# block 1

Fig. 1: block 1, PDN straps and rails
Pins as bars on the die edge.
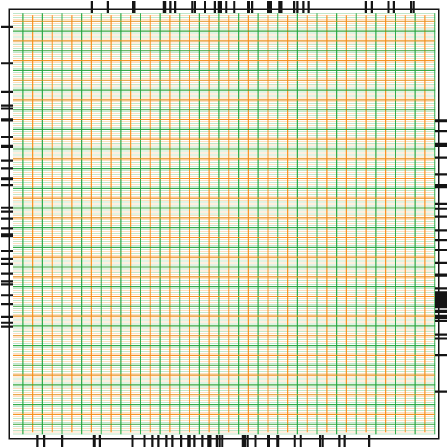

`src/rtl/result_output_buffer.sv`:
```
// Output-side result FIFO: buffers controller result words and presents the head
// word to the external interface over a valid/ready handshake.
module result_output_buffer #(
    parameter int DATA_W = 64,
    parameter int DEPTH  = 64,
    localparam int ADDR_W = $clog2(DEPTH)
) (
    input  logic              clk,
    input  logic              rst,
    input  logic              flush,
    input  logic [DATA_W-1:0] result_data,
    input  logic              result_valid,
    output logic              result_ready,
    output logic [DATA_W-1:0] interface_output,
    output logic              out_valid,
    input  logic              out_ready,
    output logic              buffer_full,
    output logic              buffer_empty,
    output logic [ADDR_W:0]   count,
    output logic              overflow_err
);

    logic [DATA_W-1:0] r_mem [DEPTH];
    logic [ADDR_W-1:0] r_wr_ptr;
    logic [ADDR_W-1:0] r_rd_ptr;
    logic [ADDR_W:0]   r_count;
    logic              r_overflow_err;

    logic w_full;
    logic w_empty;
    logic w_push;
    logic w_pop;

    assign w_full  = (r_count == (ADDR_W+1)'(DEPTH));
    assign w_empty = (r_count == '0);
    // A full buffer never accepts, even when the head is popped in the same cycle.
    assign w_push  = result_valid && !w_full;
    assign w_pop   = !w_empty && out_ready;

    always_ff @(posedge clk or negedge rst) begin
        if (!rst) begin
            r_wr_ptr       <= '0;
            r_rd_ptr       <= '0;
            r_count        <= '0;
            r_overflow_err <= 1'b0;
        end else if (flush) begin
            r_wr_ptr       <= '0;
            r_rd_ptr       <= '0;
            r_count        <= '0;
            r_overflow_err <= 1'b0;
        end else begin
            if (w_push) begin
                r_wr_ptr <= r_wr_ptr + 1'b1;
            end
            if (w_pop) begin
                r_rd_ptr <= r_rd_ptr + 1'b1;
            end
            case ({w_push, w_pop})
                2'b10:   r_count <= r_count + 1'b1;
                2'b01:   r_count <= r_count - 1'b1;
                default: r_count <= r_count;
            endcase
            if (result_valid && w_full) begin
                r_overflow_err <= 1'b1;
            end
        end
    end

    // Storage needs no reset; occupancy alone decides what is valid.
    always_ff @(posedge clk) begin
        if (!flush && w_push) begin
            r_mem[r_wr_ptr] <= result_data;
        end
    end

    assign result_ready     = !w_full;
    assign out_valid        = !w_empty;
    assign buffer_full      = w_full;
    assign buffer_empty     = w_empty;
    assign count            = r_count;
    assign overflow_err     = r_overflow_err;
    assign interface_output = w_empty ? '0 : r_mem[r_rd_ptr];

endmodule

```
`config.mk`:
```
export PLATFORM = sky130hd
export DESIGN_NAME = result_output_buffer
export DESIGN_NICKNAME = d
export VERILOG_FILES = /design/src/rtl/result_output_buffer.sv
export SDC_FILE = /design/constraint.sdc
export NUM_CORES = 2
export LEC_CHECK = 0
export CAP_MARGIN = 20
export CORE_MARGIN = 4
export CORE_UTILIZATION = 46
export CTS_CLUSTER_SIZE = 14
export DETAILED_ROUTE_END_ITERATION = 8
export MAX_ROUTING_LAYER = met4
export PLACE_DENSITY_LB_ADDON = 0.12
export REMOVE_ABC_BUFFERS = 1
export SETUP_SLACK_MARGIN = 0.02
export SLEW_MARGIN = 10
export SYNTH_ARGS = -nofsm -noshare
export SYNTH_HDL_FRONTEND = slang
export SYNTH_SLANG_ARGS = --single-unit
```
`constraint.sdc`:
```
create_clock -name clk -period 11.5 [get_ports clk]
set_clock_uncertainty 0.15 [all_clocks]
set_input_delay 2.3 -clock clk [delete_from_list [all_inputs] [get_ports clk]]
set_output_delay 2.3 -clock clk [all_outputs]
set_load 0.005 [all_outputs]
```
# block 2

$ cat src/rtl/io_scff_chain_ctrl.sv
// io_scff_chain_ctrl: sequencer for the IO scan flip-flop chain behind the
// po_pad output mux. Drives SE0/SE2/SC0/SC1/SR, shifts a word MSB-first into
// the chain head and collects the word leaving the chain tail.
// Optional build macro: IO_SCFF_READBACK_CHECK_EN (readback compare against
// the previously shifted-in word).
module io_scff_chain_ctrl #(
  parameter int CHAIN_LEN = 8,
  parameter int PULSE_W   = 2,
  parameter int GAP_W     = 1
) (
  input  logic                 prog_clk,
  input  logic                 prog_reset_n,
  input  logic                 cmd_valid,
  output logic                 cmd_ready,
  input  logic [1:0]           cmd_op,
  input  logic [CHAIN_LEN-1:0] cmd_data,
  output logic                 rsp_valid,
  input  logic                 rsp_ready,
  output logic [CHAIN_LEN-1:0] rsp_data,
  output logic                 rsp_mismatch,
  output logic                 busy,
  output logic                 SE0,
  output logic                 SE2,
  output logic                 SC0,
  output logic                 SC1,
  output logic                 SR,
  output logic                 sc_in,
  input  logic                 sc_out
);

  localparam int P   = 2 * (PULSE_W + GAP_W);
  localparam int PHW = $clog2(P);
  localparam int BW  = $clog2(CHAIN_LEN);

  localparam logic [PHW-1:0] PH_LAST   = PHW'(P - 1);
  localparam logic [PHW-1:0] PH_SC0_END = PHW'(PULSE_W);
  localparam logic [PHW-1:0] PH_SC1_BEG = PHW'(PULSE_W + GAP_W);
  localparam logic [PHW-1:0] PH_SC1_END = PHW'(2 * PULSE_W + GAP_W);
  localparam logic [PHW-1:0] PH_SR_LAST = PHW'(PULSE_W - 1);
  localparam logic [BW-1:0]  BIT_LAST   = BW'(CHAIN_LEN - 1);

  typedef enum logic [2:0] {
    S_IDLE, S_CSETUP, S_CAPT, S_SETUP, S_SHIFT, S_HOLD, S_RSTP, S_RESP
  } state_t;

  state_t               state_q, state_d;
  logic [PHW-1:0]       ph_q;
  logic [BW-1:0]        bit_q;
  logic [BW-1:0]        bit_idx;
  logic [CHAIN_LEN-1:0] data_q;
  logic [CHAIN_LEN-1:0] rsp_q;
  logic                 rdy_en_q;
  logic                 accept;
  logic                 sc_phase;

  assign rsp_valid = (state_q == S_RESP);
  assign cmd_ready = rdy_en_q && (state_q == S_IDLE) && !rsp_valid;
  assign busy      = (state_q != S_IDLE);
  assign rsp_data  = rsp_q;
  assign accept    = cmd_valid && cmd_ready;
  assign bit_idx   = BIT_LAST - bit_q;
  assign sc_phase  = (state_q == S_CAPT) || (state_q == S_SHIFT);

  // Next-state and scan control decode
  always_comb begin
    state_d = state_q;
    SE0     = 1'b0;
    SE2     = 1'b0;
    SR      = 1'b0;
    sc_in   = 1'b0;
    SC0     = sc_phase && (ph_q < PH_SC0_END);
    SC1     = sc_phase && (ph_q >= PH_SC1_BEG) && (ph_q < PH_SC1_END);
    case (state_q)
      S_IDLE: begin
        if (accept) begin
          case (cmd_op)
            2'b00:   state_d = S_SETUP;
            2'b01:   state_d = S_CSETUP;
            2'b10:   state_d = S_RSTP;
            default: state_d = S_RESP;
          endcase
        end
      end
      S_CSETUP: begin
        SE2     = 1'b1;
        state_d = S_CAPT;
      end
      S_CAPT: begin
        SE2 = 1'b1;
        if (ph_q == PH_LAST) state_d = S_SETUP;
      end
      S_SETUP: begin
        SE0     = 1'b1;
        sc_in   = data_q[CHAIN_LEN-1];
        state_d = S_SHIFT;
      end
      S_SHIFT: begin
        SE0   = 1'b1;
        sc_in = data_q[bit_idx];
        if ((ph_q == PH_LAST) && (bit_q == BIT_LAST)) state_d = S_HOLD;
      end
      S_HOLD:  state_d = S_RESP;
      S_RSTP: begin
        SR = 1'b1;
        if (ph_q == PH_SR_LAST) state_d = S_RESP;
      end
      S_RESP: begin
        if (rsp_ready) state_d = S_IDLE;
      end
      default: state_d = S_IDLE;
    endcase
  end

  // State, phase/bit counters, command latch and response shift register
  always_ff @(posedge prog_clk) begin
    if (!prog_reset_n) begin
      state_q  <= S_IDLE;
      ph_q     <= '0;
      bit_q    <= '0;
      data_q   <= '0;
      rsp_q    <= '0;
      rdy_en_q <= 1'b0;
    end else begin
      rdy_en_q <= 1'b1;
      state_q  <= state_d;
      // phase restarts on every state entry and wraps once per bit period
      if ((state_d != state_q) || (ph_q == PH_LAST)) ph_q <= '0;
      else                                           ph_q <= ph_q + PHW'(1);
      if (state_q == S_SETUP)                             bit_q <= '0;
      else if ((state_q == S_SHIFT) && (ph_q == PH_LAST)) bit_q <= bit_q + BW'(1);
      if (accept) begin
        data_q <= cmd_data;
        rsp_q  <= '0;
      end else if ((state_q == S_SHIFT) && (ph_q == '0)) begin
        rsp_q <= {rsp_q[CHAIN_LEN-2:0], sc_out};
      end
    end
  end

`ifdef IO_SCFF_READBACK_CHECK_EN
  logic [CHAIN_LEN-1:0] ref_word_q;
  logic                 ref_vld_q;
  logic                 mism_q;

  // Compare the returned word with the one shifted in by the previous shift
  always_ff @(posedge prog_clk) begin
    if (!prog_reset_n) begin
      ref_word_q <= '0;
      ref_vld_q  <= 1'b0;
      mism_q     <= 1'b0;
    end else begin
      if (accept) begin
        mism_q <= 1'b0;
        if (cmd_op == 2'b10) ref_vld_q <= 1'b0;
      end
      if (state_q == S_HOLD) begin
        mism_q     <= ref_vld_q && (rsp_q != ref_word_q);
        ref_word_q <= data_q;
        ref_vld_q  <= 1'b1;
      end
    end
  end

  assign rsp_mismatch = mism_q && rsp_valid;
`else
  assign rsp_mismatch = 1'b0;
`endif

endmodule

$ cat config.mk
export PLATFORM = sky130hd
export DESIGN_NAME = io_scff_chain_ctrl
export DESIGN_NICKNAME = d
export VERILOG_FILES = /design/src/rtl/io_scff_chain_ctrl.sv
export SDC_FILE = /design/constraint.sdc
export NUM_CORES = 1
export LEC_CHECK = 0
export CAP_MARGIN = 10
export CORE_ASPECT_RATIO = 0.75
export CORE_UTILIZATION = 48
export DETAILED_ROUTE_END_ITERATION = 7
export GPL_TIMING_DRIVEN = 1
export PLACE_DENSITY = 0.82
export SYNTH_ARGS = -nofsm -noshare
export SYNTH_HDL_FRONTEND = slang
export SYNTH_SLANG_ARGS = --single-unit
$ cat constraint.sdc
create_clock -name prog_clk -period 2.2 [get_ports prog_clk]
set_clock_uncertainty 0.2 [all_clocks]
set_input_delay 0.22 -clock prog_clk [delete_from_list [all_inputs] [get_ports prog_clk]]
set_output_delay 0.22 -clock prog_clk [all_outputs]
set_load 0.1 [all_outputs]
Fig. 2: block 1, a small window of the routed layout
Region (123, 419) to (173, 469) µm. Cells in grey, sequential cells in the stronger grey; small squares are vias.
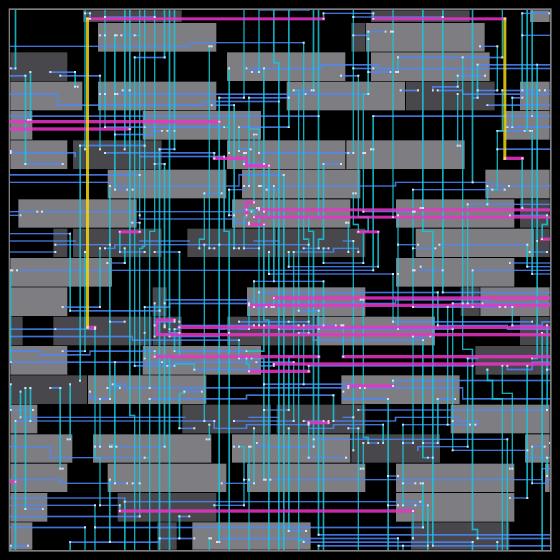
M1 -> blue
M2 -> cyan
M3 -> magenta
M4 -> yellow
most frequent = edfxtp_1 (34), mux4_2 (12), clkbuf_16 (3)
cells with their middle in the window = 55
sequential cells in the window = 34
netlist names of flops here include = r_mem (34)

Notes on Fig. 1 above:
VSS -> green
VDD -> orange
rows = 214
met1 rails = 215
met5 straps = 42
signal pins = 145
Max VDD drop: 0.182 mV
core footprint: 340000 µm²
Die Span Y: 592 µm

==> results.json, block 1 <==
{
  "outcome": "finished clean",
  "via_per_inst": 6.42,
  "crit_chain": "buf_4 > buf_4 > mux4_2 > mux4_2 > a22oi_1 > nand2_1 > clkdlybuf4s50_1",
  "syn-cell-area_um2": 157000,
  "endpoint": "interface_output[27]",
  "place_area_um2": 165000,
  "place_inst": 11100,
  "fin_area_um2": 179000,
  "ys_warn_count": 0,
  "worstPathArrival_ps": 5960,
  "p_per_area_nw_per_um2": 207,
  "instances_no_fill": 12000,
  "cts_buffers": 425,
  "holdBufCountCts": 0,
  "nMultiInputCombCells": 2117,
  "ff_count": 4116,
  "wl_per_cell_um": 38.4,
  "synthArstFlopShare": 0.00486,
  "slew_viol_final": 0,
  "reg2reg_from": "count[1]",
  "drive_gt1_frac": 0.286,
  "n_all_inverters": 8,
  "path_buffers": 3,
  "switching_share": 0.253,
  "crit_slowest_cell": "dfrtp_4",
  "hold_class": "flop to flop",
  "grt_max_degree": 141,
  "insertion_delay_ps": 980,
  "cp.depth": 7,
  "synth-edff-count": 4096,
  "layout_top_cells": "edfxtp_1, mux4_2, clkbuf_16",
  "first_pass_iters": 7,
  "clockBufferDepth": 4,
  "clk_pin_slew_ps": 60,
  "holdWs_ps": 370,
  "clk_share": 0.0762,
  "holdCritStartpoint": "overflow_err",
  "initCoreUtil": 0.462,
  "nNetsFinal": 7135,
  "worst_pin_slew_ps": 1210,
  "mux_share": 0.170,
  "clockPowerShare": 0.365,
  "p_comb_frac": 0.185,
  "comb_share": 0.180,
  "ys_sh_xor": 0.000558,
  "ys_cells": 6616,
  "track_usage": 0.268,
  "hold_depth": 2,
  "antenna_found_initial": 40,
  "die-area_um2": 351000,
  "critPathCaptureType": "output pin",
  "crit_start": "r_rd_ptr[1]"
}
-- block 1: worst reg2reg max path: cells and delay by family (launching register included) --
kind	cells	cell delay (ps)
simple gates	4	2560
compound gates	1	360
flops	1	560
buf+inv	3	1400
-- block 1: state kept, by name (all words and copies together), names as in the netlist --
| register | cells |
|---|---|
| overflow_err | 1 |
| r_mem | 4096 |
| r_rd_ptr | 6 |
| r_wr_ptr | 6 |
| count | 7 |
-- block 1: power groups by stage --
stage          Sequential [mW]  Clock (mW)  Combinational [mW]
2_1_floorplan             17.4           0                6.35
3_5_place_dp              17.0           0                6.92
3_3_place_gp              17.0           0                6.91
5_1_grt                   16.7        14.4                7.30
6_report                  16.7        13.5                6.84
4_1_cts                   16.7        13.8                6.95
-- block 1: metal layers --
metal	track usage	vias to the layer above	wire [µm]
met5	-	-	0
met4	0.0627	0	12200
met3	0.0425	682	38700
met2	0.412	3752	220000
met1	0.384	42800	189000
li1	-	29500	-
-- block 1: kinds of logic after synthesis --
kind of cell,count (synthesis)
buffers and inverters,383
AOI/OAI and AO/OA,378
DFF,4116
adders and majority gates,4
muxes,1267
xor gates and xnor gates,10
and+or+nand+nor,458
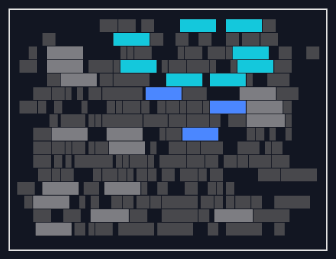
Fig. 3. Sequential cells grouped by signal name (block 2).
Other sequential cells in the stronger grey, the rest of the logic in the fainter grey.
rsp_data -> cyan  # flops 8
bit_q -> blue  # flops 3
P_seq: 0.632 mW
register area: 524 µm²
post-layout util: 0.693
sequential cell area share: 0.286

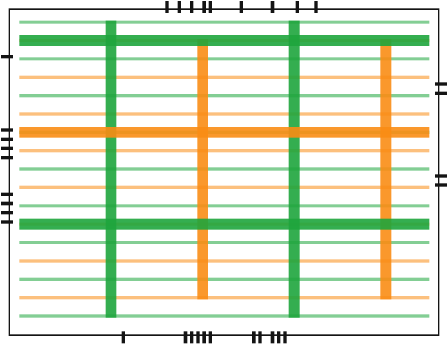
Fig. 4. PDN straps and rails (block 2).
Pins as bars on the die edge.
VDD -> orange
VSS -> green
met1 rails = 17
met4 straps = 4
Die Span Y: 48.0 µm
core footprint: 2640 µm²

==> results.json, block 2 <==
{
  "outcome": "finished clean",
  "area_leaders": "dfxtp_1, mux2i_1, a21boi_0",
  "synth-edff-count": 0,
  "synth.distinct_cells": 35,
  "ys_cells": 151,
  "final_common_cell": "dfxtp_1",
  "buffer_ports.inserted": 31,
  "insertion_delay_ps": 270,
  "mux_share": 0.107,
  "clockBufferDepth": 2,
  "wl_met1_mm": 1.32,
  "fp_nets": 172,
  "wl_per_cell_um": 14.0,
  "finalPower_mw": 2.19,
  "wirelength_mm": 3.02,
  "dp_slack_ps": 58.2,
  "holdBufCountCts": 0,
  "netlist_instances": 151,
  "crit_slowest_cell": "dfxtp_2",
  "die-area_um2": 3040,
  "ant_nets": 0,
  "startpoint_type": "flop",
  "area_growth_pct": 35.1,
  "critPathMaxFanout": 16,
  "cts-root-buf": "clkbuf_8",
  "grtUsageMet1": 0.270,
  "synthFlopType": "dfxtp_1",
  "p_leak_nw": 0.776,
  "simple_gate_area_frac": 0.244,
  "rsz0062_at_grt": "yes",
  "rrSetupSlack_ps": 300,
  "required_ps": 1780,
  "grt_pass1_wl_mm": 4.80,
  "endpoint": "SC0"
}
==> block 2: worst min-delay path by stage <==
stage	end	slack, ps	cells after the start
finish	data_q[0]	280	2
global route	data_q[0]	300	2
CTS	data_q[0]	280	2
detailed placement	data_q[0]	270	2
global placement	data_q[3]	250	2
floorplan	rdy_en_q	50	0
==> block 2: layout make-up <==
class	instances	area, µm²
tap	36	45.0
clock buffer	4	55.1
timing repair buffer	34	403
multi-input combinational	111	786
inverter	5	18.8
fill	208	811
sequential	26	524
==> block 2: cells in the mapped netlist (all sizes together) (2+ instances only) <==
library cell / count
a21boi: 10
a21oi: 3
a31oi: 2
and3: 2
and3b: 3
buf: 5
clkbuf: 4
dfxtp: 26
ha: 6
inv: 5
mux2i: 10
mux4: 2
nand2: 16
nand3: 13
nor2: 17
nor2b: 3
nor3: 3
nor3b: 2
o211ai: 3
o21ai: 5
xnor2: 2
==> block 2: state kept, by name (all words and copies together), names as in the netlist <==
signal / flops
state_q: 3
ph_q: 3
data_q: 8
rsp_data: 8
bit_q: 3
rdy_en_q: 1
==> block 2: what timing repair did <==
item / 4_1_cts / 5_1_grt
gates resized: 1 / 3
setup endpoints to repair: 3 / 12
pin swaps: 0 / 0

# block 3

Fig. 5: block 3, sequential cells grouped by signal name
Other sequential cells in the stronger grey, the rest of the logic in the fainter grey.
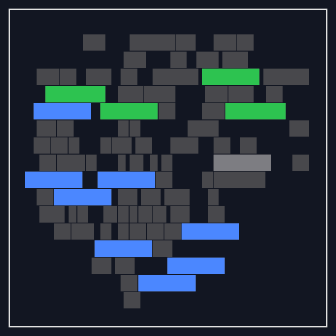

File: src/rtl/task2_13_gate_pkg.sv
// Shared types and standard truth tables for the programmable two-input gate.
// Table bit index is {x,y}.
package task2_13_gate_pkg;

   typedef logic [3:0] tt_t;

   localparam tt_t TT_XOR  = 4'b0110;
   localparam tt_t TT_AND  = 4'b1000;
   localparam tt_t TT_OR   = 4'b1110;
   localparam tt_t TT_NAND = 4'b0111;
   localparam tt_t TT_NOR  = 4'b0001;
   localparam tt_t TT_XNOR = 4'b1001;

endpackage

File: src/rtl/task2_13_edge_cnt.sv
// Saturating counter of z_q 0->1 transitions; cleared only by reset.
module task2_13_edge_cnt
   import task2_13_gate_pkg::*;
#(
   parameter int CNT_W = 8
) (
   input  logic             clk,
   input  logic             rst_n,
   input  logic             z_q,
   input  logic             z_q_next,
   output logic [CNT_W-1:0] rise_cnt
);

   localparam logic [CNT_W-1:0] CNT_MAX = {CNT_W{1'b1}};

   // z_q_next is the value z_q takes at this edge, so the count moves on the
   // same edge as the register rises.
   always_ff @(posedge clk or negedge rst_n) begin
      if (!rst_n) begin
         rise_cnt <= '0;
      end else if (!z_q && z_q_next && (rise_cnt != CNT_MAX)) begin
         rise_cnt <= rise_cnt + CNT_W'(1);
      end
   end

endmodule

File: src/rtl/task2_13_gate.sv
// Programmable two-input Boolean cell: 4-entry truth table indexed by {x,y},
// combinational z, registered z_q, and a saturating z_q rising-edge counter.
module task2_13_gate
   import task2_13_gate_pkg::*;
#(
   parameter tt_t DEFAULT_TT = TT_XOR,
   parameter int  CNT_W      = 8
) (
   input  logic             clk,
   input  logic             rst_n,
   input  logic             x,
   input  logic             y,
   input  logic             tt_we,
   input  logic [3:0]       tt_wdata,
   output logic             z,
   output logic             z_q,
   output logic [3:0]       tt,
   output logic [CNT_W-1:0] rise_cnt
);

   tt_t tt_reg;

   assign z  = tt_reg[{x, y}];
   assign tt = tt_reg;

   // z_q samples z from the table as it stood before any write at this edge.
   always_ff @(posedge clk or negedge rst_n) begin
      if (!rst_n) begin
         tt_reg <= DEFAULT_TT;
         z_q    <= 1'b0;
      end else begin
         z_q <= z;
         if (tt_we) begin
            tt_reg <= tt_wdata;
         end
      end
   end

   task2_13_edge_cnt #(
      .CNT_W(CNT_W)
   ) u_edge_cnt (
      .clk     (clk),
      .rst_n   (rst_n),
      .z_q     (z_q),
      .z_q_next(z),
      .rise_cnt(rise_cnt)
   );

endmodule

File: config.mk
export PLATFORM = sky130hd
export DESIGN_NAME = task2_13_gate
export DESIGN_NICKNAME = d
export VERILOG_FILES = /design/src/rtl/task2_13_gate_pkg.sv /design/src/rtl/task2_13_edge_cnt.sv /design/src/rtl/task2_13_gate.sv
export SDC_FILE = /design/constraint.sdc
export NUM_CORES = 1
export LEC_CHECK = 0
export ABC_CLOCK_PERIOD_IN_PS = 1800
export CORE_MARGIN = 2
export CORE_UTILIZATION = 30
export CTS_BUF_LIST = sky130_fd_sc_hd__clkbuf_2
export CTS_CLUSTER_DIAMETER = 150
export DETAILED_ROUTE_END_ITERATION = 7
export PLACE_DENSITY = 0.67
export SLEW_MARGIN = 20
export SYNTH_ARGS = -nofsm -noshare
export SYNTH_HDL_FRONTEND = slang
export SYNTH_SLANG_ARGS = --single-unit
File: constraint.sdc
create_clock -name clk -period 1.8 [get_ports clk]
set_clock_uncertainty 0.05 [all_clocks]
set_input_delay 0.36 -clock clk [delete_from_list [all_inputs] [get_ports clk]]
set_output_delay 0.36 -clock clk [all_outputs]
set_load 0.05 [all_outputs]
# block 4

==> config.mk <==
export PLATFORM = sky130hd
export DESIGN_NAME = data_ram_loader
export DESIGN_NICKNAME = d
export VERILOG_FILES = /design/src/rtl/data_ram_loader_pkg.sv /design/src/rtl/data_ram_loader.sv
export SDC_FILE = /design/constraint.sdc
export NUM_CORES = 1
export LEC_CHECK = 0
export ABC_AREA = 1
export CAP_MARGIN = 0
export CORE_MARGIN = 1.5
export CORE_UTILIZATION = 51
export DETAILED_ROUTE_END_ITERATION = 6
export GPL_TIMING_DRIVEN = 0
export PLACE_DENSITY_LB_ADDON = 0.05
export SETUP_SLACK_MARGIN = 0.02
export SKIP_LAST_GASP = 1
export SLEW_MARGIN = 20
export SYNTH_ARGS = -nofsm -noshare
export SYNTH_HDL_FRONTEND = slang
export SYNTH_SLANG_ARGS = --single-unit
==> constraint.sdc <==
create_clock -name clk -period 3.4 [get_ports clk]
set_input_delay 0.68 -clock clk [delete_from_list [all_inputs] [get_ports clk]]
set_output_delay 0.68 -clock clk [all_outputs]
set_load 0.05 [all_outputs]
==> src/rtl/data_ram_loader_pkg.sv <==
// data_ram_loader_pkg: loader state encoding and tile geometry shared with buffer and compute
package data_ram_loader_pkg;
  localparam int TILE_BYTES = 64;
  typedef enum logic [1:0] {IDLE = 2'd0, LOAD = 2'd1, LAST = 2'd2, FULL = 2'd3} state_t;
endpackage

==> src/rtl/data_ram_loader.sv <==
// data_ram_loader: streams bytes into the feature buffer and hands full tiles to compute
module data_ram_loader import data_ram_loader_pkg::*; #(
  parameter int DEPTH = TILE_BYTES,
  parameter int DW = 8,
  parameter int AW = $clog2(DEPTH),
  parameter int CNTW = 16
) (
  input  logic            clk,
  input  logic            rst_n,
  input  logic            enable,
  input  logic            clear,
  input  logic            s_valid,
  input  logic [DW-1:0]   s_data,
  output logic            s_ready,
  output logic            ram_wen,
  output logic [AW-1:0]   ram_waddr,
  output logic [DW-1:0]   ram_din,
  output logic            tile_valid,
  input  logic            tile_done,
  output logic            loading,
  output logic [CNTW-1:0] tiles_loaded
);
  state_t state;
  logic [AW-1:0] cnt;
  logic hs, at_end;
  assign s_ready = state == LOAD;
  assign tile_valid = state == FULL;
  assign loading = state == LOAD || state == LAST;
  assign hs = s_valid & s_ready;
  assign at_end = cnt == AW'(DEPTH - 1);
  // the write stage runs outside the clear branch so a clear-cycle handshake still lands
  always_ff @(posedge clk) begin
    if (!rst_n) begin
      state <= IDLE;
      cnt <= '0;
      tiles_loaded <= '0;
      ram_wen <= 1'b0;
      ram_waddr <= '0;
      ram_din <= '0;
    end else begin
      ram_wen <= hs;
      if (hs) begin
        ram_waddr <= cnt;
        ram_din <= s_data;
      end
      if (clear) begin
        state <= IDLE;
        cnt <= '0;
      end else begin
        case (state)
          IDLE: if (enable) state <= LOAD;
          LOAD: if (hs) begin
            cnt <= at_end ? '0 : cnt + 1'b1;
            if (at_end) state <= LAST;
          end
          LAST: begin
            state <= FULL;
            tiles_loaded <= tiles_loaded + 1'b1;
          end
          FULL: if (tile_done) state <= enable ? LOAD : IDLE;
          default: state <= IDLE;
        endcase
      end
    end
  end
endmodule
# block 5

$ cat config.mk
export PLATFORM = sky130hd
export DESIGN_NAME = secded_pipe_codec_flat
export DESIGN_NICKNAME = d
export VERILOG_FILES = /design/src/rtl/secded_pkg.sv /design/src/rtl/secded_pipe_codec_if.sv /design/src/rtl/secded_chkgen.sv /design/src/rtl/secded_pipe_codec.sv /design/src/flat_wrapper.sv
export SDC_FILE = /design/constraint.sdc
export NUM_CORES = 1
export LEC_CHECK = 0
export CAP_MARGIN = 20
export CORE_ASPECT_RATIO = 1.2
export CORE_MARGIN = 2
export CORE_UTILIZATION = 60
export DETAILED_ROUTE_END_ITERATION = 10
export DONT_BUFFER_PORTS = 1
export PLACE_DENSITY_LB_ADDON = 0.05
export SLEW_MARGIN = 10
export SYNTH_ARGS = -nofsm -noshare
export SYNTH_HDL_FRONTEND = slang
export SYNTH_SLANG_ARGS = --single-unit
$ cat constraint.sdc
create_clock -name clk -period 2.25 [get_ports clk]
set_input_delay 0.45 -clock clk [delete_from_list [all_inputs] [get_ports clk]]
set_output_delay 0.45 -clock clk [all_outputs]
set_load 0.005 [all_outputs]
$ cat src/rtl/secded_pkg.sv
// Shared definitions for the SECDED pipelined codec: code geometry helpers,
// mode encodings and the decode error classes.
package secded_pkg;

   localparam logic ENC = 1'b0;
   localparam logic DEC = 1'b1;

   typedef enum logic [2:0] {
      CLEAN   = 3'd0,
      CE_DATA = 3'd1,
      CE_CHK  = 3'd2,
      CE_PAR  = 3'd3,
      UE      = 3'd4
   } err_class_e;

   // Hamming bits r with 2^r >= data_w + r + 1, plus one overall parity bit.
   function automatic int chk_w_f(input int data_w);
      int r;
      r = 1;
      while ((32'sd1 << r) < (data_w + r + 32'sd1)) begin
         r = r + 1;
      end
      return r + 32'sd1;
   endfunction

   // Codeword position of data bit idx: the idx-th non-power-of-two from 3 up.
   function automatic int data_pos_f(input int idx);
      int res;
      int cnt;
      res = 0;
      cnt = 0;
      for (int p = 3; p < 256; p++) begin
         if ((p & (p - 32'sd1)) != 32'sd0) begin
            if (cnt == idx) begin
               res = p;
            end
            cnt = cnt + 1;
         end
      end
      return res;
   endfunction

endpackage

$ cat src/rtl/secded_pipe_codec_if.sv
// Beat-level handshake bundle between a producer/consumer and the codec.
interface secded_pipe_codec_if #(
   parameter int DATA_W = 64,
   parameter int CHK_W  = 8
);
   logic              in_valid;
   logic              in_ready;
   logic              in_mode;
   logic [DATA_W-1:0] in_data;
   logic [CHK_W-1:0]  in_chk;
   logic              out_valid;
   logic              out_ready;
   logic [DATA_W-1:0] out_data;
   logic [CHK_W-1:0]  out_chk;
   logic              out_ce;
   logic              out_ue;

   modport master (
      output in_valid, in_mode, in_data, in_chk, out_ready,
      input  in_ready, out_valid, out_data, out_chk, out_ce, out_ue
   );

   modport slave (
      input  in_valid, in_mode, in_data, in_chk, out_ready,
      output in_ready, out_valid, out_data, out_chk, out_ce, out_ue
   );
endinterface

$ cat src/rtl/secded_chkgen.sv
// Combinational Hamming check generator shared by the encode and decode paths:
// CHK_W-1 Hamming bits over the data word plus overall parity of data and Hamming bits.
module secded_chkgen
   import secded_pkg::*;
#(
   parameter int DATA_W = 64,
   parameter int CHK_W  = 8
) (
   input  logic [DATA_W-1:0] data,
   output logic [CHK_W-2:0]  ham,
   output logic              par
);
   localparam int HW = CHK_W - 1;

   logic [HW-1:0][DATA_W-1:0] sel_s;

   for (genvar i = 0; i < DATA_W; i++) begin : g_bit
      localparam int POS_I = data_pos_f(i);
      for (genvar k = 0; k < HW; k++) begin : g_chk
         assign sel_s[k][i] = data[i] & POS_I[k];
      end
   end

   for (genvar k = 0; k < HW; k++) begin : g_ham
      assign ham[k] = ^sel_s[k];
   end

   assign par = (^data) ^ (^ham);

endmodule

$ cat src/rtl/secded_pipe_codec.sv
// Two-stage SECDED encoder/decoder with valid/ready flow control and
// saturating corrected/uncorrectable error counters.
module secded_pipe_codec
   import secded_pkg::*;
#(
   parameter int DATA_W = 64,
   parameter int CHK_W  = 8,
   parameter int CNT_W  = 16
) (
   input  logic               clk,
   input  logic               rst_n,
   secded_pipe_codec_if.slave bus,
   input  logic               cnt_clr,
   output logic [CNT_W-1:0]   ce_cnt,
   output logic [CNT_W-1:0]   ue_cnt
);
   localparam int               HW         = CHK_W - 1;
   localparam int               MAX_POS_I  = data_pos_f(DATA_W - 1);
   localparam logic [HW-1:0]    MAX_POS_C  = MAX_POS_I[HW-1:0];
   localparam logic [HW-1:0]    SYN_ZERO_C = {HW{1'b0}};
   localparam logic [HW-1:0]    SYN_ONE_C  = {{(HW-1){1'b0}}, 1'b1};
   localparam logic [CNT_W-1:0] CNT_MAX_C  = {CNT_W{1'b1}};
   localparam logic [CNT_W-1:0] CNT_ONE_C  = {{(CNT_W-1){1'b0}}, 1'b1};

   logic [HW-1:0]     ham_s;
   logic              par_s;
   logic [CHK_W-1:0]  s1_chk_nxt_s;
   logic              s1_valid_r;
   logic              s1_mode_r;
   logic [DATA_W-1:0] s1_data_r;
   logic [CHK_W-1:0]  s1_chk_r;
   logic              s2_free_s;
   logic              s1_adv_s;
   logic              in_ready_s;
   logic              in_fire_s;
   logic              out_fire_s;
   logic [HW-1:0]     syn_s;
   logic [DATA_W-1:0] flip_s;
   logic [DATA_W-1:0] corr_data_s;
   err_class_e        cls_s;
   logic              ce_s;
   logic              ue_s;
   logic              out_valid_r;
   logic [DATA_W-1:0] out_data_r;
   logic [CHK_W-1:0]  out_chk_r;
   logic              out_ce_r;
   logic              out_ue_r;
   logic [CNT_W-1:0]  ce_cnt_r;
   logic [CNT_W-1:0]  ue_cnt_r;

   secded_chkgen #(.DATA_W(DATA_W), .CHK_W(CHK_W)) u_chkgen (
      .data (bus.in_data),
      .ham  (ham_s),
      .par  (par_s)
   );

   assign s2_free_s  = !out_valid_r || bus.out_ready;
   assign s1_adv_s   = s1_valid_r && s2_free_s;
   assign in_ready_s = !s1_valid_r || s1_adv_s;
   assign in_fire_s  = bus.in_valid && in_ready_s;
   assign out_fire_s = out_valid_r && bus.out_ready;

   // Encode keeps {parity, hamming}; decode folds the received check into {p, s}.
   always_comb begin
      s1_chk_nxt_s = {par_s, ham_s};
      if (bus.in_mode == DEC) begin
         s1_chk_nxt_s = {par_s ^ (^ham_s) ^ (^bus.in_chk), ham_s ^ bus.in_chk[HW-1:0]};
      end else begin
         s1_chk_nxt_s = {par_s, ham_s};
      end
   end

   // Stage 1: capture the accepted beat with its check or syndrome.
   always_ff @(posedge clk or negedge rst_n) begin
      if (!rst_n) begin
         s1_valid_r <= 1'b0;
         s1_mode_r  <= 1'b0;
         s1_data_r  <= {DATA_W{1'b0}};
         s1_chk_r   <= {CHK_W{1'b0}};
      end else if (in_fire_s) begin
         s1_valid_r <= 1'b1;
         s1_mode_r  <= bus.in_mode;
         s1_data_r  <= bus.in_data;
         s1_chk_r   <= s1_chk_nxt_s;
      end else if (s1_adv_s) begin
         s1_valid_r <= 1'b0;
      end
   end

   assign syn_s = s1_chk_r[HW-1:0];

   for (genvar i = 0; i < DATA_W; i++) begin : g_flip
      localparam int            POS_I = data_pos_f(i);
      localparam logic [HW-1:0] POS_C = POS_I[HW-1:0];
      assign flip_s[i] = (syn_s == POS_C);
   end

   // Classify the syndrome; a nonzero power of two points at a check bit.
   always_comb begin
      cls_s = CLEAN;
      if (s1_mode_r == ENC) begin
         cls_s = CLEAN;
      end else if (!s1_chk_r[HW]) begin
         cls_s = (syn_s == SYN_ZERO_C) ? CLEAN : UE;
      end else if (syn_s == SYN_ZERO_C) begin
         cls_s = CE_PAR;
      end else if ((syn_s & (syn_s - SYN_ONE_C)) == SYN_ZERO_C) begin
         cls_s = CE_CHK;
      end else if (syn_s > MAX_POS_C) begin
         cls_s = UE;
      end else begin
         cls_s = CE_DATA;
      end
   end

   // Derive flags and corrected data from the error class.
   always_comb begin
      ce_s        = 1'b0;
      ue_s        = 1'b0;
      corr_data_s = s1_data_r;
      case (cls_s)
         CE_DATA: begin
            ce_s        = 1'b1;
            corr_data_s = s1_data_r ^ flip_s;
         end
         CE_CHK, CE_PAR: ce_s = 1'b1;
         UE:             ue_s = 1'b1;
         CLEAN:          ce_s = 1'b0;
         default: begin
            ce_s = 1'b0;
            ue_s = 1'b0;
         end
      endcase
   end

   // Stage 2: result registers, held while the consumer stalls.
   always_ff @(posedge clk or negedge rst_n) begin
      if (!rst_n) begin
         out_valid_r <= 1'b0;
         out_data_r  <= {DATA_W{1'b0}};
         out_chk_r   <= {CHK_W{1'b0}};
         out_ce_r    <= 1'b0;
         out_ue_r    <= 1'b0;
      end else if (s2_free_s) begin
         out_valid_r <= s1_valid_r;
         if (s1_valid_r) begin
            out_data_r <= corr_data_s;
            out_chk_r  <= s1_chk_r;
            out_ce_r   <= ce_s;
            out_ue_r   <= ue_s;
         end
      end
   end

   // Saturating error counters; a clear drops any same-cycle increment.
   always_ff @(posedge clk or negedge rst_n) begin
      if (!rst_n) begin
         ce_cnt_r <= {CNT_W{1'b0}};
         ue_cnt_r <= {CNT_W{1'b0}};
      end else if (cnt_clr) begin
         ce_cnt_r <= {CNT_W{1'b0}};
         ue_cnt_r <= {CNT_W{1'b0}};
      end else begin
         if (out_fire_s && out_ce_r && (ce_cnt_r != CNT_MAX_C)) begin
            ce_cnt_r <= ce_cnt_r + CNT_ONE_C;
         end
         if (out_fire_s && out_ue_r && (ue_cnt_r != CNT_MAX_C)) begin
            ue_cnt_r <= ue_cnt_r + CNT_ONE_C;
         end
      end
   end

   assign bus.in_ready  = in_ready_s;
   assign bus.out_valid = out_valid_r;
   assign bus.out_data  = out_data_r;
   assign bus.out_chk   = out_chk_r;
   assign bus.out_ce    = out_ce_r;
   assign bus.out_ue    = out_ue_r;
   assign ce_cnt        = ce_cnt_r;
   assign ue_cnt        = ue_cnt_r;

endmodule

$ cat src/flat_wrapper.sv
// flat-port wrapper written by rule: the top's interface ports become plain ports
module secded_pipe_codec_flat import secded_pkg::*;
#(
   parameter int DATA_W = 64,
   parameter int CHK_W  = 8,
   parameter int CNT_W  = 16
)
  (clk, rst_n, cnt_clr, ce_cnt, ue_cnt, bus_in_valid, bus_in_mode, bus_in_data, bus_in_chk, bus_out_ready, bus_in_ready, bus_out_valid, bus_out_data, bus_out_chk, bus_out_ce, bus_out_ue);
  secded_pipe_codec_if #(.DATA_W(DATA_W), .CHK_W(CHK_W)) bus_i ();
  input  logic clk;
  input  logic rst_n;
  input  logic cnt_clr;
  output logic [CNT_W-1:0] ce_cnt;
  output logic [CNT_W-1:0] ue_cnt;
  input wire logic [$bits(bus_i.in_valid)-1:0] bus_in_valid;
  input wire logic [$bits(bus_i.in_mode)-1:0] bus_in_mode;
  input wire logic [$bits(bus_i.in_data)-1:0] bus_in_data;
  input wire logic [$bits(bus_i.in_chk)-1:0] bus_in_chk;
  input wire logic [$bits(bus_i.out_ready)-1:0] bus_out_ready;
  output wire logic [$bits(bus_i.in_ready)-1:0] bus_in_ready;
  output wire logic [$bits(bus_i.out_valid)-1:0] bus_out_valid;
  output wire logic [$bits(bus_i.out_data)-1:0] bus_out_data;
  output wire logic [$bits(bus_i.out_chk)-1:0] bus_out_chk;
  output wire logic [$bits(bus_i.out_ce)-1:0] bus_out_ce;
  output wire logic [$bits(bus_i.out_ue)-1:0] bus_out_ue;
  assign bus_i.in_valid = bus_in_valid;
  assign bus_i.in_mode = bus_in_mode;
  assign bus_i.in_data = bus_in_data;
  assign bus_i.in_chk = bus_in_chk;
  assign bus_i.out_ready = bus_out_ready;
  assign bus_in_ready = bus_i.in_ready;
  assign bus_out_valid = bus_i.out_valid;
  assign bus_out_data = bus_i.out_data;
  assign bus_out_chk = bus_i.out_chk;
  assign bus_out_ce = bus_i.out_ce;
  assign bus_out_ue = bus_i.out_ue;
  secded_pipe_codec #(.DATA_W(DATA_W), .CHK_W(CHK_W), .CNT_W(CNT_W)) u_core (.clk(clk), .rst_n(rst_n), .bus(bus_i), .cnt_clr(cnt_clr), .ce_cnt(ce_cnt), .ue_cnt(ue_cnt));
endmodule

==> gallery <==
Clock routing.
picture 1
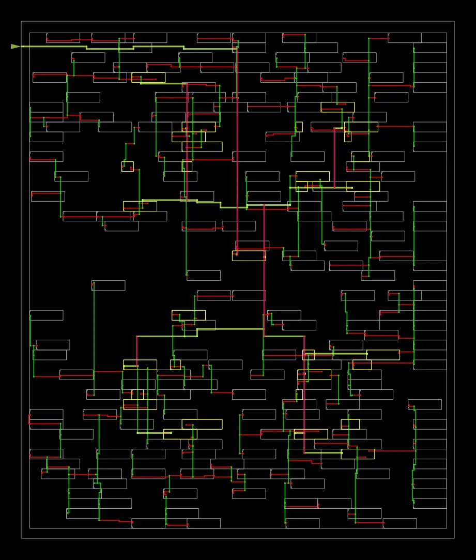
picture 2
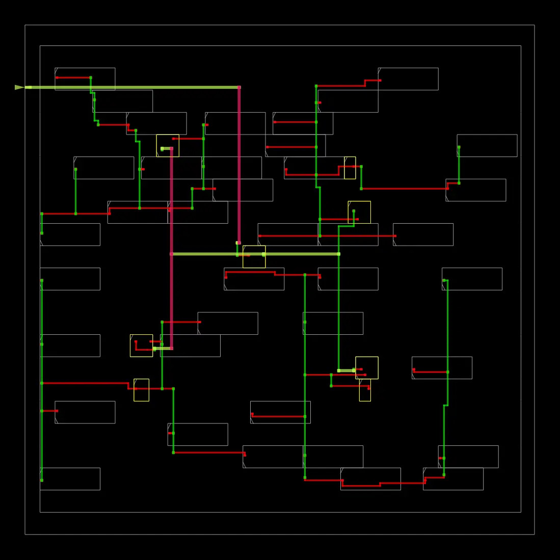
picture 3
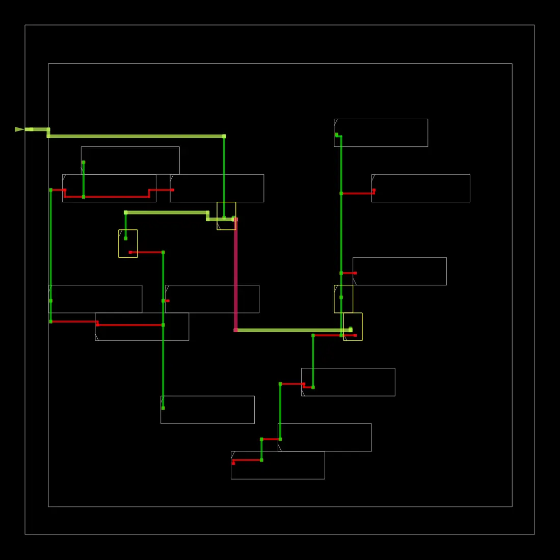
Block 4 is picture 2.
Block 3 is picture 3.
Block 5 is picture 1.
The one with the most clock buffers is picture 1.
The one with the most sequential cells is picture 1.

Fig. 6: block 4, PDN straps and rails
Pins as bars on the die edge.
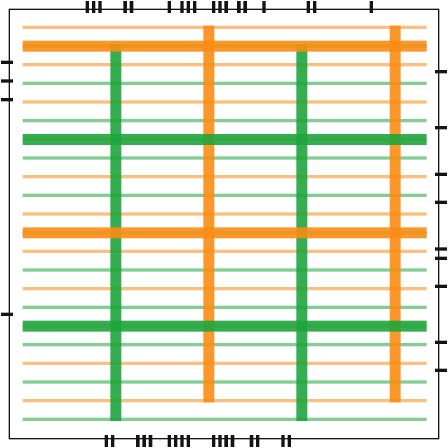
VDD -> orange
VSS -> green
signal pins = 48
met1 rails = 22
rows = 21
met4 straps = 4
core footprint: 3360 µm²
Max VDD drop: 0.258 mV
Die Span Y: 62.4 µm

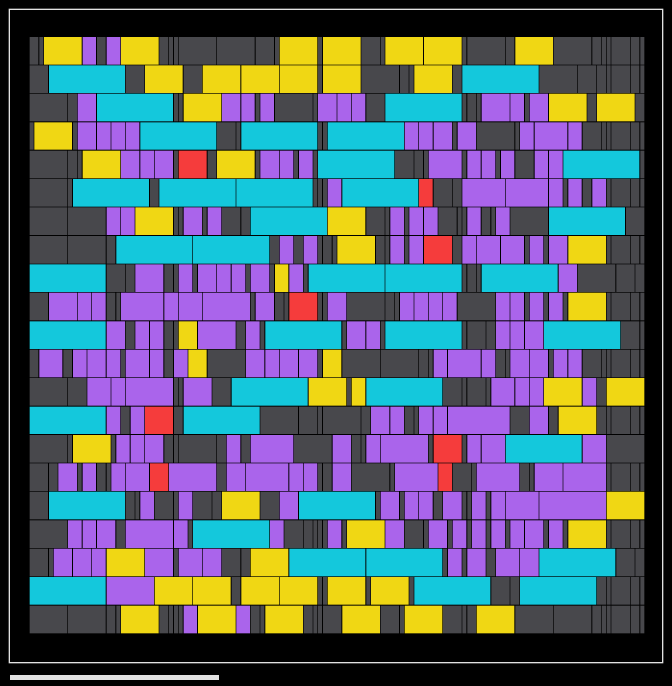
Fig. 7. Placement by cell class (block 4).
Bar = 20 µm. Fill, decap, tap and diode cells in grey.
clock drivers and dummy loads -> red  # cells 8, share of their area 2.2%
remaining logic cells -> purple  # cells 192, share of their area 43%
registers -> cyan  # cells 39, share of their area 34%
remaining buffers and delay cells -> yellow  # cells 52, share of their area 21%
fin area: 2380 µm²
sequential cell area share: 0.329
Rows: 21
post-layout util: 0.706

==> results.json, block 4 <==
{
  "synthArstFlopShare": 0,
  "first_pass_iters": 4,
  "area_leaders": "dfxtp_1, nor2_1, nand2_1",
  "outcome": "finished clean",
  "hold_class": "flop to flop",
  "die_width_um": 62.4,
  "ys_sh_xor": 0.00974,
  "drcViolationCount": 0,
  "ys_seq_share": 0.434,
  "fin_crit_ps": 2660,
  "simple_gate_area_frac": 0.335,
  "gp_congestion": 0.805,
  "crit_family": "buffers and inverters",
  "instances_no_fill": 337,
  "synth.logic.top_family": "simple AND/OR/NAND/NOR gates",
  "area_growth_pct": 32.2,
  "insertedDiodeCount": 0,
  "die-area_um2": 3890,
  "synth_top_cell_by_count": "nor2_1",
  "buffer_ports.inserted": 47,
  "crit_slowest_cell": "clkdlybuf4s50_1",
  "initCoreUtil": 0.535,
  "holdWs_ps": 472,
  "final_common_cell": "clkdlybuf4s50_1",
  "grt_remaining_overflow": 0,
  "met3_usage": 0.0414,
  "ys.flops": 39,
  "drive_gt1_frac": 0.117,
  "ys_warn_count": 0,
  "required_ps": 2720,
  "clk_pin_slew_ps": 100,
  "crit_chain": "inv_1 > ha_1 > clkdlybuf4s50_1",
  "grt_pass1_vias": 1464,
  "grtUsageMet1": 0.218
}
## block 4: worst paths after layout
check / from / end / depth (start not counted)
setup reg to reg: state[0] / cnt[5] / 9
setup / recovery: state[0] / loading / 3
hold reg to reg: ram_waddr[0] / ram_waddr[0] / 2
hold / removal: ram_waddr[0] / ram_waddr[0] / 2
## block 4: final cells by class
class / count / area share
multi-input combinational: 167 / 0.379
sequential: 39 / 0.329
timing repair buffer: 47 / 0.198
inverter: 25 / 0.0395
tap: 46 / 0.0242
clock buffer: 7 / 0.0190
buffer: 5 / 0.00948
clock inverter: 1 / 0.00211
## block 4: sequential cells by signal (all words and copies together), names as in the netlist
| register | count |
|---|---|
| tiles_loaded | 16 |
| ram_din | 8 |
| cnt | 6 |
| ram_waddr | 6 |
| state | 2 |
| ram_wen | 1 |
## block 4: worst reg2reg max path, cell delays in order (launching register included)
cell	delay [ps]
dfxtp_1	450
ha_1	250
nand2_2	130
inv_2	100
nand2_2	80
nor2_4	100
nand2_1	70
o21ai_1	120
nand2_1	70
nor2_2	70
## block 4: where the power goes
part | internal, mW | switching, mW | leakage, nW
clock | 0.0807 | 0.147 | 0.0293
sequential | 0.466 | 0.00573 | 0.315
combinational | 0.0421 | 0.0670 | 0.508
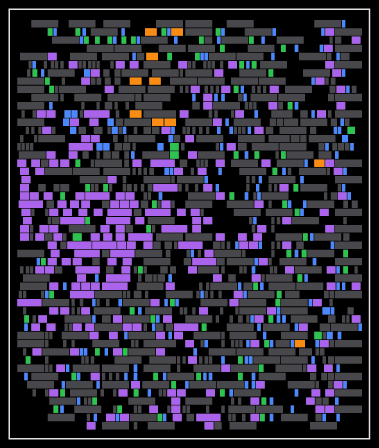
Fig. 8. Gate-type map (block 5).
mux cells -> orange  # cells 10
aoi and oai cells -> green  # cells 81, where spread over the die
xor and xnor cells -> purple  # cells 223, where spread over the die
nor cells -> blue  # cells 173, where spread over the die
Comb area share: 0.455
final non-filler cell total: 1247
most frequent logic cell in the layout: nand2_1

==> results.json, block 5 <==
{
  "outcome": "finished with violations",
  "violations": "negative hold slack",
  "crit_family": "XOR/XNOR gates",
  "switching_share": 0.315,
  "power.internal_mw": 7.27,
  "finalPower_mw": 10.6,
  "cap_violations": 0,
  "layout_top_cells": "nand2_1, dfrtp_1, nor2_1",
  "fp_nets": 1094,
  "cp.depth": 7,
  "mux_share": 0.0116,
  "ys.flops": 181,
  "finalHoldViolCount": 181,
  "combGateArea_um2": 4790,
  "drt_iter0_drc": 459,
  "nFillCells": 1329,
  "simple_gate_area_frac": 0.201,
  "fin_crit_ps": 2070,
  "ys_warn_count": 0,
  "clk_share": 0.0562,
  "post_cts_resize_count": 0,
  "holdWs_ps": -288,
  "finalSetupViolCount": 0,
  "yosysTopAreaCell": "dfrtp_1",
  "rrSetupSlack_ps": 260,
  "finClkSkew_ps": 6.18,
  "buffer_ports.inserted": 0,
  "gp_congestion": 0.883,
  "n_all_inverters": 5,
  "pg_clk_mw": 3.01,
  "num_tap_cells": 208,
  "drcViolationCount": 0
}
==> block 5: synth_stat cells, drive strengths merged <==
cell type	instances
clkbuf	41
nor3	2
mux2	8
and4	1
and4b	1
buf	5
o31a	1
nand4	16
nand3b	3
mux2i	2
ha	2
xnor2	156
nor4	3
a21oi	67
nor2	158
nand2	233
inv	5
nor2b	9
a21boi	1
and2	2
xor2	42
a2bb2oi	1
or4	1
o2111ai	2
nor3b	1
xnor3	23
nand2b	5
o31ai	1
xor3	2
dfrtp	181
nand3	21
o21ai	9
or3	2
and3	6
or2	1
==> block 5: per-layer routing <==
metal	vias up	routed length [µm]	track usage
met5	-	0	0
met4	0	765	0.115
met3	44	1920	0.0900
met2	246	11900	0.492
met1	3271	9670	0.368
li1	3266	-	-
==> block 5: sequential cells by signal, summed over array words and instances (netlist names) <==
| signal | cells |
|---|---|
| u_core.s1_chk_r | 8 |
| u_core.s1_data_r | 64 |
| u_core.s1_mode_r | 1 |
| u_core.bus.out_ce | 1 |
| u_core.bus.out_ue | 1 |
| u_core.s1_valid_r | 1 |
| u_core.bus.out_chk | 8 |
| u_core.bus.out_valid | 1 |
| u_core.ce_cnt | 16 |
| u_core.bus.out_data | 64 |
| u_core.ue_cnt | 16 |
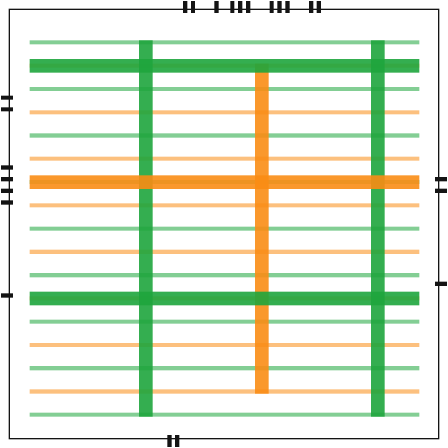
Fig. 9. PDN straps and rails (block 3).
Pins as bars on the die edge.
VSS -> green
VDD -> orange
signal pins = 23
met4 straps = 3
met5 straps = 3
rows = 16
Max VDD drop: 1.04 mV
Die Span Y: 50.0 µm
die width: 50.0 µm
core footprint: 1980 µm²

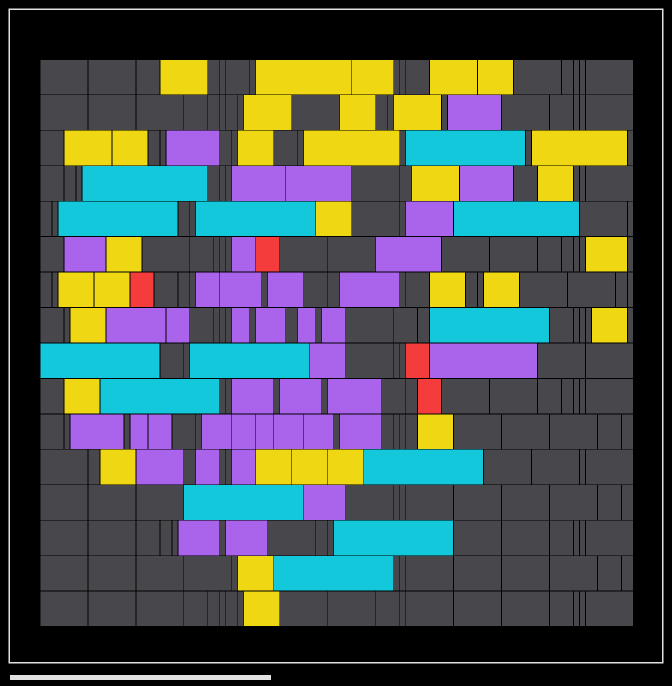
Fig. 10. Placement by cell class (block 3).
Bar = 20 µm. Fill, decap, tap and diode cells in grey.
remaining logic cells -> purple  # cells 39, share of their area 34%
remaining buffers and delay cells -> yellow  # cells 32, share of their area 30%
clock drivers and dummy loads -> red  # cells 4, share of their area 2.1%
registers -> cyan  # cells 13, share of their area 34%
Rows: 16
sequential cell area share: 0.326
post-layout util: 0.507
fin area: 1000 µm²

Notes on Fig. 5 above:
tt -> green  # flops 4
u_edge_cnt.rise_cnt -> blue  # flops 8
not coloured = 1
register area: 328 µm²
P_seq: 0.462 mW

==> results.json, block 3 <==
{
  "outcome": "finished clean",
  "wl_per_cell_um": 12.9,
  "holdBufCountCts": 0,
  "cts-root-buf": "clkbuf_2",
  "track_usage": 0.131,
  "clk_pin_slew_ps": 120,
  "nMultiInputCombCells": 38,
  "p_switching_mw": 0.627,
  "cpPeakStageDelay_ps": 570,
  "nFillCells": 187,
  "num_tap_cells": 27,
  "grtUsageMet1": 0.180,
  "drive_gt1_frac": 0.455,
  "gp_congestion": 0.793,
  "power_leader": "combinational logic",
  "die-area_um2": 2500,
  "rrSetupSlack_ps": 110,
  "comb_share": 0.323,
  "pg_clk_mw": 0.155,
  "startpoint_type": "flop",
  "synth.logic.top_family": "multiplexers",
  "highest_layer": "met4",
  "grt_pass1_vias": 533,
  "grt_pass1_wl_mm": 2.48,
  "first_pass_iters": 4,
  "combinationalPower_mw": 0.714,
  "worstPathArrival_ps": 1320,
  "mux_share": 0.169,
  "ys_seq_share": 0.516,
  "clockPowerShare": 0.116,
  "largest_reg_flops": 8,
  "io_pins": 23,
  "ff_count": 13,
  "cts_sinks": 13,
  "holdWs_ps": 313,
  "relSlewSlack": 0.805,
  "fmax_mhz": 578,
  "fp_nets": 62,
  "buffer_ports.inserted": 22,
  "final_common_cell": "buf_4",
  "h-tree-depth": 1,
  "fin_crit_sh": 0.960,
  "fin_crit_ps": 1730,
  "crit_start": "tt[1]",
  "grt_max_degree": 14
}
block 3: synth_stat cells (all sizes together):
cell type	number	area, µm²
nand2b	1	6.26
dfstp	2	52.6
a41oi	1	8.76
nor3	1	10.0
xnor2	3	26.3
mux2	6	67.6
and4	1	8.76
nand4	1	6.26
inv	1	3.75
o21a	1	7.51
nand3	3	15.0
nor2	1	3.75
nand2	2	7.51
o2111ai	1	8.76
nor3b	2	20.0
a311oi	1	8.76
mux2i	4	40.0
o21ai	3	15.0
ha	1	12.5
xor2	1	8.76
a21oi	2	10.0
a31oi	1	6.26
dfrtp	11	275
and3	1	6.26
block 3: worst paths after layout:
kind | cells after the start | to
setup / recovery | 3 | z
hold / removal | 2 | u_edge_cnt.rise_cnt[0]
setup reg to reg | 5 | u_edge_cnt.rise_cnt[1]
hold reg to reg | 1 | u_edge_cnt.rise_cnt[5]
max in group asynchronous | 2 | tt[2]
min in group clk | 1 | u_edge_cnt.rise_cnt[5]
block 3: per-stage QoR:
stage | utilization | worst slack, ps
after detailed placement | 0.491 | -334
after floorplan | - | -13.7
final | 0.507 | 71.3
after global placement | 0.491 | -255
after CTS | 0.503 | 12.6
after global routing | 0.507 | 8.05


==> layout pictures side by side <==
Gate-type map.
shot_01.png
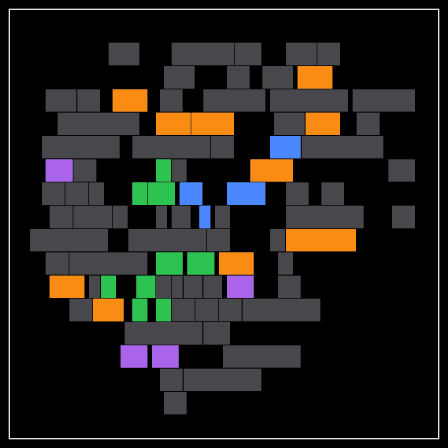
shot_02.png
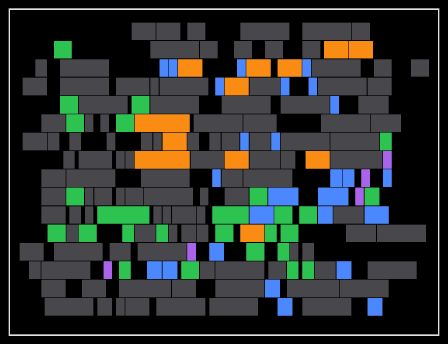
shot_03.png
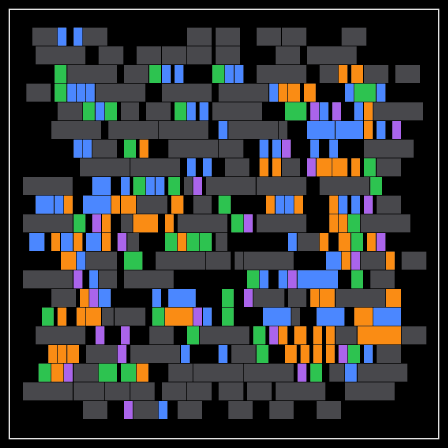
- shot_02.png = block 2
- shot_03.png = block 4
- shot_01.png = block 3

Key to shot_01.png:
mux cells -> orange  # cells 10
nor cells -> blue  # cells 4, where centre
aoi and oai cells -> green  # cells 9
xor and xnor cells -> purple  # cells 4

Power and IR drop assume default switching activity.
